# ---- block 1 ----
Block 1, clock wires, drivers and flops:
(2 px per micron)
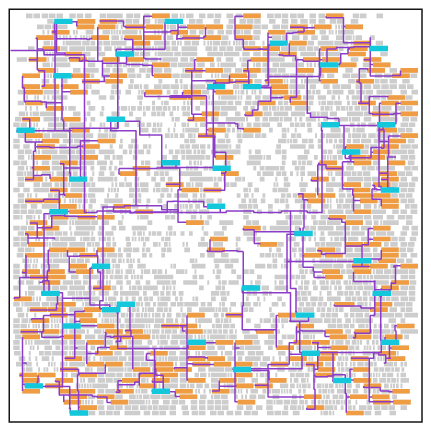
Block 1, register map, names as in the netlist:
(1.5 px per micron) Other sequential cells in the stronger gray, the rest of the logic in the fainter gray.
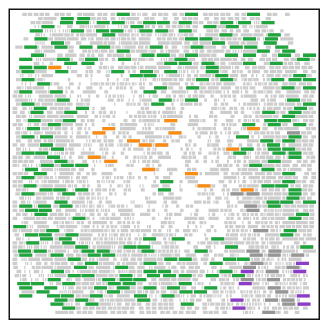
==> src/rtl/rx_multilane_block_decoder.sv <==
`default_nettype none
// ============================================================================
// Module   : rx_multilane_block_decoder
// Brief    : Multi-lane receive block decoder for 64b/66b (Gen2) and
//            128b/132b (Gen3) with Gen4 byte pass-through. Strips and checks
//            sync headers, serialises one byte per lane per cycle, and runs a
//            per-lane block-lock FSM that gates enable_deskew.
// Revision : 1.0 - initial release
// ============================================================================
module rx_multilane_block_decoder #(
    parameter int NUM_LANES  = 2,
    parameter int LOCK_CNT   = 4,
    parameter int ERR_THRESH = 3
) (
    input  logic                   enc_clk,
    input  logic                   rst,
    input  logic                   enable_dec,
    input  logic [1:0]             gen_speed,
    input  logic [3:0]             d_sel,
    input  logic [NUM_LANES*132-1:0] rx_enc,
    input  logic                   rx_enc_valid,
    output logic                   rx_enc_ready,
    output logic [NUM_LANES*8-1:0] lane_rx,
    output logic                   lane_rx_valid,
    output logic [NUM_LANES-1:0]   data_os,
    output logic [NUM_LANES-1:0]   sync_err,
    output logic [NUM_LANES-1:0]   block_lock,
    output logic                   enable_deskew
);

    localparam logic [1:0] c_GEN4       = 2'b00;
    localparam logic [1:0] c_GEN3       = 2'b01;
    localparam logic [1:0] c_GEN2       = 2'b10;
    localparam logic [1:0] c_RSVD       = 2'b11;
    localparam int         c_BLK_W      = 132;
    localparam logic [3:0] c_LOCK_CNT   = 4'(LOCK_CNT);
    localparam logic [3:0] c_ERR_THRESH = 4'(ERR_THRESH);
    // Gen4 has no header: lock is granted on the second accepted byte.
    localparam logic [3:0] c_GEN4_LOCK  = 4'd2;

    typedef enum logic [0:0] {
        ST_UNLOCKED = 1'b0,
        ST_LOCKED   = 1'b1
    } lock_state_t;

    logic [1:0]                     r_gen_q;
    logic                           w_spd_chg;
    logic                           w_run;
    logic                           w_flush;
    logic [3:0]                     w_last_idx;
    logic [7:0]                     w_hdr_off;
    logic                           r_active;
    logic [3:0]                     r_cnt;
    logic                           w_at_last;
    logic                           w_accept;
    logic [3:0]                     w_byte_idx;
    logic [7:0]                     w_byte_off;
    logic [NUM_LANES*c_BLK_W-1:0]   r_blk;
    logic [NUM_LANES*c_BLK_W-1:0]   w_src;
    logic [NUM_LANES*8-1:0]         w_bytes;
    logic [NUM_LANES-1:0]           w_hdr_ok;
    logic [NUM_LANES-1:0]           w_os_next;

    // A speed change is only meaningful while enabled; the registered copy
    // catches it for exactly one flush cycle.
    assign w_spd_chg = enable_dec & (gen_speed != r_gen_q);
    // Reset is folded in so that ready is low while rst is asserted.
    assign w_run     = rst & enable_dec & (gen_speed != c_RSVD) & ~w_spd_chg;
    assign w_flush   = ~w_run;

    // Per-speed block geometry: index of the last byte and header width.
    always_comb begin
        w_last_idx = 4'd0;
        w_hdr_off  = 8'd0;
        case (gen_speed)
            c_GEN2: begin
                w_last_idx = 4'd7;
                w_hdr_off  = 8'd2;
            end
            c_GEN3: begin
                w_last_idx = 4'd15;
                w_hdr_off  = 8'd4;
            end
            default: ;
        endcase
    end

    assign w_at_last    = (r_cnt == w_last_idx);
    assign rx_enc_ready = w_run & (~r_active | w_at_last);
    assign w_accept     = rx_enc_valid & rx_enc_ready;

    // On accept byte 0 comes straight from the input; otherwise the next byte
    // of the captured block is selected.
    assign w_byte_idx = w_accept ? 4'd0 : (r_cnt + 4'd1);
    assign w_byte_off = w_hdr_off + {1'b0, w_byte_idx, 3'b000};
    assign w_src      = w_accept ? rx_enc : r_blk;

    for (genvar i = 0; i < NUM_LANES; i++) begin : g_lane
        logic [c_BLK_W-1:0] w_lane_blk;
        logic [3:0]         w_hdr;
        logic               w_ok;
        logic               w_os;
        logic [3:0]         w_lock_tgt;
        lock_state_t        r_state;
        lock_state_t        w_state_nxt;
        logic [3:0]         r_good;
        logic [3:0]         r_bad;
        logic [3:0]         w_good_nxt;
        logic [3:0]         w_bad_nxt;

        assign w_lane_blk           = w_src[i*c_BLK_W +: c_BLK_W];
        assign w_bytes[i*8 +: 8]    = w_lane_blk[w_byte_off +: 8];
        assign w_hdr                = rx_enc[i*c_BLK_W +: 4];

        // Classify the sync header of the block being offered.
        always_comb begin
            w_ok = 1'b0;
            w_os = 1'b0;
            case (gen_speed)
                c_GEN2: begin
                    w_ok = (w_hdr[1:0] == 2'b01) | (w_hdr[1:0] == 2'b10);
                    w_os = (w_hdr[1:0] == 2'b10);
                end
                c_GEN3: begin
                    w_ok = (w_hdr == 4'b0101) | (w_hdr == 4'b1010);
                    w_os = (w_hdr == 4'b1010);
                end
                c_GEN4: begin
                    w_ok = 1'b1;
                    w_os = (d_sel == 4'h8);
                end
                default: ;
            endcase
        end

        assign w_hdr_ok[i]  = w_ok;
        // An invalid header keeps the previous block type.
        assign w_os_next[i] = w_ok ? w_os : data_os[i];
        assign w_lock_tgt   = (gen_speed == c_GEN4) ? c_GEN4_LOCK : c_LOCK_CNT;

        // Lock FSM next state, evaluated once per accepted block.
        always_comb begin
            w_state_nxt = r_state;
            w_good_nxt  = r_good;
            w_bad_nxt   = r_bad;
            if (w_flush) begin
                w_state_nxt = ST_UNLOCKED;
                w_good_nxt  = 4'd0;
                w_bad_nxt   = 4'd0;
            end else if (w_accept) begin
                case (r_state)
                    ST_UNLOCKED: begin
                        if (w_ok) begin
                            if ((r_good + 4'd1) == w_lock_tgt) begin
                                w_state_nxt = ST_LOCKED;
                                w_good_nxt  = 4'd0;
                            end else begin
                                w_good_nxt = r_good + 4'd1;
                            end
                        end else begin
                            w_good_nxt = 4'd0;
                        end
                    end
                    default: begin
                        if (!w_ok) begin
                            if ((r_bad + 4'd1) == c_ERR_THRESH) begin
                                w_state_nxt = ST_UNLOCKED;
                                w_good_nxt  = 4'd0;
                                w_bad_nxt   = 4'd0;
                            end else begin
                                w_bad_nxt = r_bad + 4'd1;
                            end
                        end else begin
                            w_bad_nxt = 4'd0;
                        end
                    end
                endcase
            end
        end

        // Lock FSM state and counter registers.
        always_ff @(posedge enc_clk or negedge rst) begin
            if (!rst) begin
                r_state <= ST_UNLOCKED;
                r_good  <= 4'd0;
                r_bad   <= 4'd0;
            end else begin
                r_state <= w_state_nxt;
                r_good  <= w_good_nxt;
                r_bad   <= w_bad_nxt;
            end
        end

        assign block_lock[i] = (r_state == ST_LOCKED);
    end

    // Registered copy of gen_speed for change detection.
    always_ff @(posedge enc_clk or negedge rst) begin
        if (!rst) begin
            r_gen_q <= c_GEN4;
        end else begin
            r_gen_q <= gen_speed;
        end
    end

    // Block capture and byte serialiser; flush keeps lane_rx and data_os.
    always_ff @(posedge enc_clk or negedge rst) begin
        if (!rst) begin
            r_blk         <= '0;
            r_active      <= 1'b0;
            r_cnt         <= 4'd0;
            lane_rx       <= '0;
            lane_rx_valid <= 1'b0;
            data_os       <= '0;
            sync_err      <= '0;
        end else if (w_flush) begin
            r_active      <= 1'b0;
            r_cnt         <= 4'd0;
            lane_rx_valid <= 1'b0;
            sync_err      <= '0;
        end else if (w_accept) begin
            r_blk         <= rx_enc;
            r_active      <= 1'b1;
            r_cnt         <= 4'd0;
            lane_rx       <= w_bytes;
            lane_rx_valid <= 1'b1;
            data_os       <= w_os_next;
            sync_err      <= ~w_hdr_ok;
        end else if (r_active && !w_at_last) begin
            r_cnt         <= r_cnt + 4'd1;
            lane_rx       <= w_bytes;
            lane_rx_valid <= 1'b1;
            sync_err      <= '0;
        end else begin
            r_active      <= 1'b0;
            r_cnt         <= 4'd0;
            lane_rx_valid <= 1'b0;
            sync_err      <= '0;
        end
    end

    // Deskew is enabled one cycle after every lane reports lock.
    always_ff @(posedge enc_clk or negedge rst) begin
        if (!rst) begin
            enable_deskew <= 1'b0;
        end else if (w_flush) begin
            enable_deskew <= 1'b0;
        end else begin
            enable_deskew <= &block_lock;
        end
    end

endmodule
`default_nettype wire

==> config.mk <==
export PLATFORM = sky130hd
export DESIGN_NAME = rx_multilane_block_decoder
export DESIGN_NICKNAME = d
export VERILOG_FILES = /design/src/rtl/rx_multilane_block_decoder.sv
export SDC_FILE = /design/constraint.sdc
export NUM_CORES = 1
export LEC_CHECK = 0
export CAP_MARGIN = 20
export CORE_MARGIN = 1
export CORE_UTILIZATION = 50
export DETAILED_ROUTE_END_ITERATION = 10
export HOLD_SLACK_MARGIN = 0.12
export PLACE_DENSITY = 0.85
export SLEW_MARGIN = 20
export SYNTH_ARGS = -nofsm -noshare
export SYNTH_HDL_FRONTEND = slang
export SYNTH_SLANG_ARGS = --single-unit
==> constraint.sdc <==
create_clock -name enc_clk -period 3.2 [get_ports enc_clk]
set_input_delay 0.8 -clock enc_clk [delete_from_list [all_inputs] [get_ports enc_clk]]
set_output_delay 0.8 -clock enc_clk [all_outputs]
set_load 0.02 [all_outputs]
==> README.md <==
| Stage | Parameter | Reported |
| --- | --- | --- |
| drt | Post-route DRC violation count | 0 |
| grt | Global Route met3 Usage | 10.6% |
| final timing | Hold Fails Final Rpt | 0 |
| pwr | Switching power | 5.60 mW |
| drt | Total via count in the routed design | 21100 |
| flow run | Number of violations of the max-capacitance limit | 0 |
| yosys | Post-synthesis share of cell area spent on and, or, nand and nor gates | 14.0% |
| outcome | Violated checks | setup timing |
| yosys | Post-synth top area cell | sky130_fd_sc_hd__dfrtp_1 |
| yosys | Fraction of registers with async set/reset | 100% |
| critical path | Type of element capturing the critical path | flip-flop |
| final timing | Setup WS post-layout | -0.388 ns |
| floorplanning | Number of core rows | 74 |
| yosys | Post-Synthesis Cells | 2053 |
| finish | Final sequential cell count | 311 |
| drt | Routed len/inst | 28.5 microns |
| final timing | Final setup fails | 17 |
| clock network | Post-cts repair resize count | 141 |
| outcome | Run status | finished with violations |
| final timing | TNS Setup | -4.52 ns |
| finish | Number of inserted filler cells in the final layout | 2793 |
| final timing | Max-slew violation count | 0 |
| yosys | Adder-cell share of the synthesized area | 0.905% |
| yosys | Synthesized flop and latch total | 311 |
| yosys | Warnings from Yosys | 0 |
| placement | Minimum setup slack after placement | -1.72 ns |
Notes on 'clock wires, drivers and flops' of block 1 above:
[cyan] cells driving clock nets | count: 38
[orange] flip-flops | count: 311
[purple] clock wires | length: 4730 microns
flops lie: all over the die

Notes on 'register map, names as in the netlist' of block 1 above:
[orange] lane_rx | placed flops: 16
[purple] g_lane.r_good | placed flops: 8 | where: south-east
[green] r_blk | placed flops: 264 | where: all over the die
not colored: 23

## critical path, delay by kind of cell
kind	cells	cell delay, ns
compound gates	7	1.50
fa+ha+maj	1	0.20
buf+inv	4	0.48
mux	1	0.54
simple gates	1	0.51
## routing by layer
metal / share of wire [%] / vias to the layer above
met5: 0 / -
met4: 6.1 / 0
met3: 10 / 398
met2: 46 / 1404
met1: 38 / 10500
li1: - / 8818
## path summary, 6_finish.rpt
path / slack [ns] / to / from
worst max-delay path: -0.39 / lane_rx[13] / gen_speed[0]
worst max register to register: -0.30 / lane_rx[13] / r_cnt[0]
worst min-delay path: 0.48 / r_blk[202] / r_blk[202]
max in group asynchronous: 1.35 / r_blk[199] / rst
min in group asynchronous: 0.50 / r_blk[253] / rst
worst min register to register: 0.48 / r_blk[202] / r_blk[202]
## metrics by stage
stage / power [mW] / hold slack, ns / cells
5_1_grt: 17.0 / 0.492 / 3206
3_5_place_dp: 11.2 / 0.457 / 3107
3_3_place_gp: 11.0 / 0.452 / 3107
2_1_floorplan: 8.70 / 0.439 / 2053
6_report: 16.5 / 0.475 / 3206
4_1_cts: 16.1 / 0.472 / 3203

# ---- block 2 ----
`src/rtl/accum_feeder.sv`:
```
// Feeds a framed sample stream from a small FIFO into the 32-bit accumulator.
// At each frame end it snapshots the frame sum and sample count, then clears the accumulator.
module accum_feeder #(
    parameter int DATA_W = 32,
    parameter int DEPTH  = 8,
    parameter int CNT_W  = 16
) (
    input  logic              clk,
    input  logic              reset_n,
    input  logic              s_valid,
    output logic              s_ready,
    input  logic [DATA_W-1:0] s_data,
    input  logic              s_last,
    input  logic              flush,
    output logic [DATA_W-1:0] data,
    output logic              enable,
    output logic              clear,
    input  logic [DATA_W-1:0] accum,
    output logic              sum_valid,
    output logic [DATA_W-1:0] sum_data,
    output logic [CNT_W-1:0]  sum_count,
    output logic [CNT_W-1:0]  frame_cnt
);

    localparam int AW = $clog2(DEPTH);

    // LAST: the final sample is on the accumulator inputs; WAIT: accum has settled.
    // The clear/sum_valid cycle overlaps FEED, so the next pop can land right after it.
    typedef enum logic [1:0] {FEED, LAST, WAIT} state_t;

    state_t            state, state_next;
    logic [DATA_W:0]   mem [DEPTH];
    logic [AW-1:0]     wr_ptr, rd_ptr;
    logic [AW:0]       count, count_next;
    logic              push, pop;
    logic [DATA_W:0]   head;
    logic [CNT_W-1:0]  sample_cnt;

    assign push = s_valid && s_ready && !flush;
    assign pop  = (state == FEED) && (count != '0) && !flush;
    assign head = mem[rd_ptr];

    always_comb begin
        count_next = count;
        if (flush)
            count_next = '0;
        else if (push && !pop)
            count_next = count + (AW+1)'(1);
        else if (!push && pop)
            count_next = count - (AW+1)'(1);
    end

    always_comb begin
        state_next = state;
        if (flush)
            state_next = FEED;
        else begin
            case (state)
                FEED:    if (pop && head[DATA_W]) state_next = LAST;
                LAST:    state_next = WAIT;
                WAIT:    state_next = FEED;
                default: state_next = FEED;
            endcase
        end
    end

    always_ff @(posedge clk) begin
        if (push)
            mem[wr_ptr] <= {s_last, s_data};
    end

    always_ff @(posedge clk or negedge reset_n) begin
        if (!reset_n) begin
            state   <= FEED;
            count   <= '0;
            wr_ptr  <= '0;
            rd_ptr  <= '0;
            s_ready <= 1'b0;
        end else begin
            state   <= state_next;
            count   <= count_next;
            s_ready <= (count_next < (AW+1)'(DEPTH));
            if (flush) begin
                wr_ptr <= '0;
                rd_ptr <= '0;
            end else begin
                if (push) wr_ptr <= wr_ptr + AW'(1);
                if (pop)  rd_ptr <= rd_ptr + AW'(1);
            end
        end
    end

    // Enable/clear/sum_valid are single-cycle strobes; data and the sum outputs hold.
    always_ff @(posedge clk or negedge reset_n) begin
        if (!reset_n) begin
            data       <= '0;
            enable     <= 1'b0;
            clear      <= 1'b0;
            sum_valid  <= 1'b0;
            sum_data   <= '0;
            sum_count  <= '0;
            frame_cnt  <= '0;
            sample_cnt <= '0;
        end else begin
            enable    <= 1'b0;
            clear     <= 1'b0;
            sum_valid <= 1'b0;
            if (flush) begin
                clear      <= 1'b1;
                sample_cnt <= '0;
            end else begin
                case (state)
                    FEED: begin
                        if (pop) begin
                            data   <= head[DATA_W-1:0];
                            enable <= 1'b1;
                            if (sample_cnt != '1)
                                sample_cnt <= sample_cnt + CNT_W'(1);
                        end
                    end
                    WAIT: begin
                        clear      <= 1'b1;
                        sum_valid  <= 1'b1;
                        sum_data   <= accum;
                        sum_count  <= sample_cnt;
                        frame_cnt  <= frame_cnt + CNT_W'(1);
                        sample_cnt <= '0;
                    end
                    default: ;
                endcase
            end
        end
    end

endmodule
```
`config.mk`:
```
export PLATFORM = sky130hd
export DESIGN_NAME = accum_feeder
export DESIGN_NICKNAME = d
export VERILOG_FILES = /design/src/rtl/accum_feeder.sv
export SDC_FILE = /design/constraint.sdc
export NUM_CORES = 1
export LEC_CHECK = 0
export ABC_CLOCK_PERIOD_IN_PS = 7400
export CAP_MARGIN = 5
export CORE_MARGIN = 10
export CORE_UTILIZATION = 38
export DETAILED_ROUTE_END_ITERATION = 10
export PLACE_DENSITY = 0.59
export SLEW_MARGIN = 15
export SYNTH_ARGS = -nofsm -noshare
export SYNTH_HDL_FRONTEND = slang
export SYNTH_SLANG_ARGS = --single-unit
export TNS_END_PERCENT = 30
```
`constraint.sdc`:
```
create_clock -name clk -period 7.4 [get_ports clk]
set_input_delay 1.48 -clock clk [delete_from_list [all_inputs] [get_ports clk]]
set_output_delay 1.48 -clock clk [all_outputs]
set_load 0.1 [all_outputs]
```
Block 2, routed metal, one color a layer:
(1 px per micron)
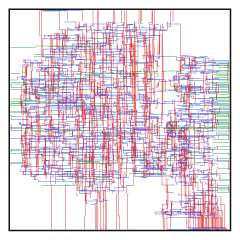
[red] met2 | wire length: 15100 microns
[blue] met1 | wire length: 14400 microns
[purple] met5 | wire length: 45.1 microns
[green] met3 | wire length: 2060 microns
[orange] met4 | wire length: 578 microns

[metal layers]
metal  track usage (%)  share of wire [%]  vias to the layer above
met5                 0               0.14                        -
met4              3.22                1.8                        6
met3              4.09                6.4                       53
met2              21.6                 47                      176
met1              17.8                 45                     3958
li1                  -                  -                     3657
[area by class of cell]
type | instances | area, sq um | area share, %
Sequential cell | 392 | 11100 | 59.1
Multi-Input combinational cell | 404 | 3880 | 20.6
Timing Repair Buffer | 181 | 1780 | 9.44
Clock buffer | 55 | 1120 | 5.94
Tap cell | 525 | 657 | 3.48
Clock inverter | 22 | 255 | 1.35
Inverter | 7 | 26.3 | 0.139
Antenna cell | 2 | 5.00 | 0.0265
[stage by stage]
step	utilization [%]	cell area, sq um	setup WS [ns]
final	47.6	18900	3.28
after global routing	47.6	18900	3.03
after CTS	47.6	18900	3.30
after detailed placement	44.1	17500	2.71
after floorplan	-	15200	2.61
after global placement	44.1	17500	2.73
[power groups by stage]
stage	combinational, mW	sequential [mW]	clock [mW]
floorplan	0.934	4.14	0
global placement	2.85	2.94	0
detailed placement	2.87	2.94	0
CTS	2.87	2.90	2.15
global route	2.99	2.94	2.24
finish	2.83	2.88	2.08
==> README.md <==
| Stage | Parameter | Reported |
| --- | --- | --- |
| outcome | Run status | completed |
| yosys | Adder-cell share of the synthesized area | 0.495% |
| yosys | Post-synthesis share of cell area spent on and, or, nand and nor gates | 4.71% |
| critical path | Kind of launch point of the worst setup path | input port |
| pwr | Peak ir drop on the vdd network | 0.283 mV |
| yosys | Main logic family after synthesis | multiplexers |
| pwr | Switching power | 3.07 mW |
| worst hold path | Startpoint of the lowest-slack hold path | data[7] |
| yosys | Yosys cell count | 841 |
| floorplanning | Number of core rows | 73 |
| finish | Dominant logic cell type in the layout | sky130_fd_sc_hd__edfxtp_1 |
| yosys | Warnings from Yosys | 0 |
| critical path | Reg-to-reg slack, setup | 4.66 ns |
| yosys | Mux area share | 15.6% |
| yosys | Post-synthesis instance area | 15200 sq um |
| clock network | Maximum clock insertion buffer count | 3 |
| finish | Count of nets after finishing | 1103 |
| finish | Commonest cells after routing, fill and taps aside | sky130_fd_sc_hd__edfxtp_1 (264), sky130_fd_sc_hd__clkdlybuf4s50_1 (167), sky130_fd_sc_hd__dfrtp_1 (125) |
| pwr | Total design power | 7.80 mW |
| clock network | TritonCTS clock tree | done |
| final timing | Max-slew violation count | 0 |
| finish | Fin cells | 1588 |
| critical path | CP Depth | 7 |
| critical path | Most used cell along the critical path | sky130_fd_sc_hd__and3_1 |
| finish | Area added between synthesis and finish | 24.3% |
| critical path | Maximum fanout along the worst path | 38 |
| floorplanning | Chip area | 48300 sq um |
| placement | Placer congestion estimate | 0.736 |
| yosys | Count of cell types in the netlist | 52 |
| yosys | Area figure in the yosys stat output | 15200 sq um |
| final timing | Hold Fails Final Rpt | 0 |
| pwr | Internal portion of total power | 4.72 mW |


==> layout pictures side by side <==
Metal 3.
shot_01.png
(1.5 px per micron) Cells faint in the background.
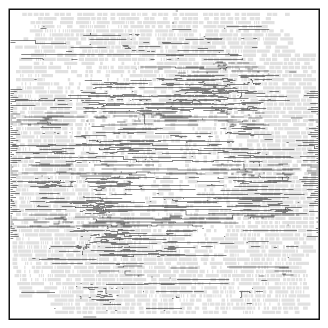
shot_02.png
(1 px per micron) Cells faint in the background.
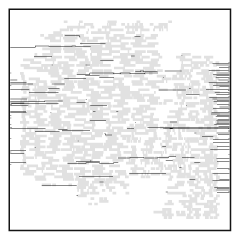
- shot_02.png = block 2
- shot_01.png = block 1

Power is estimated from default activity; no workload was simulated.
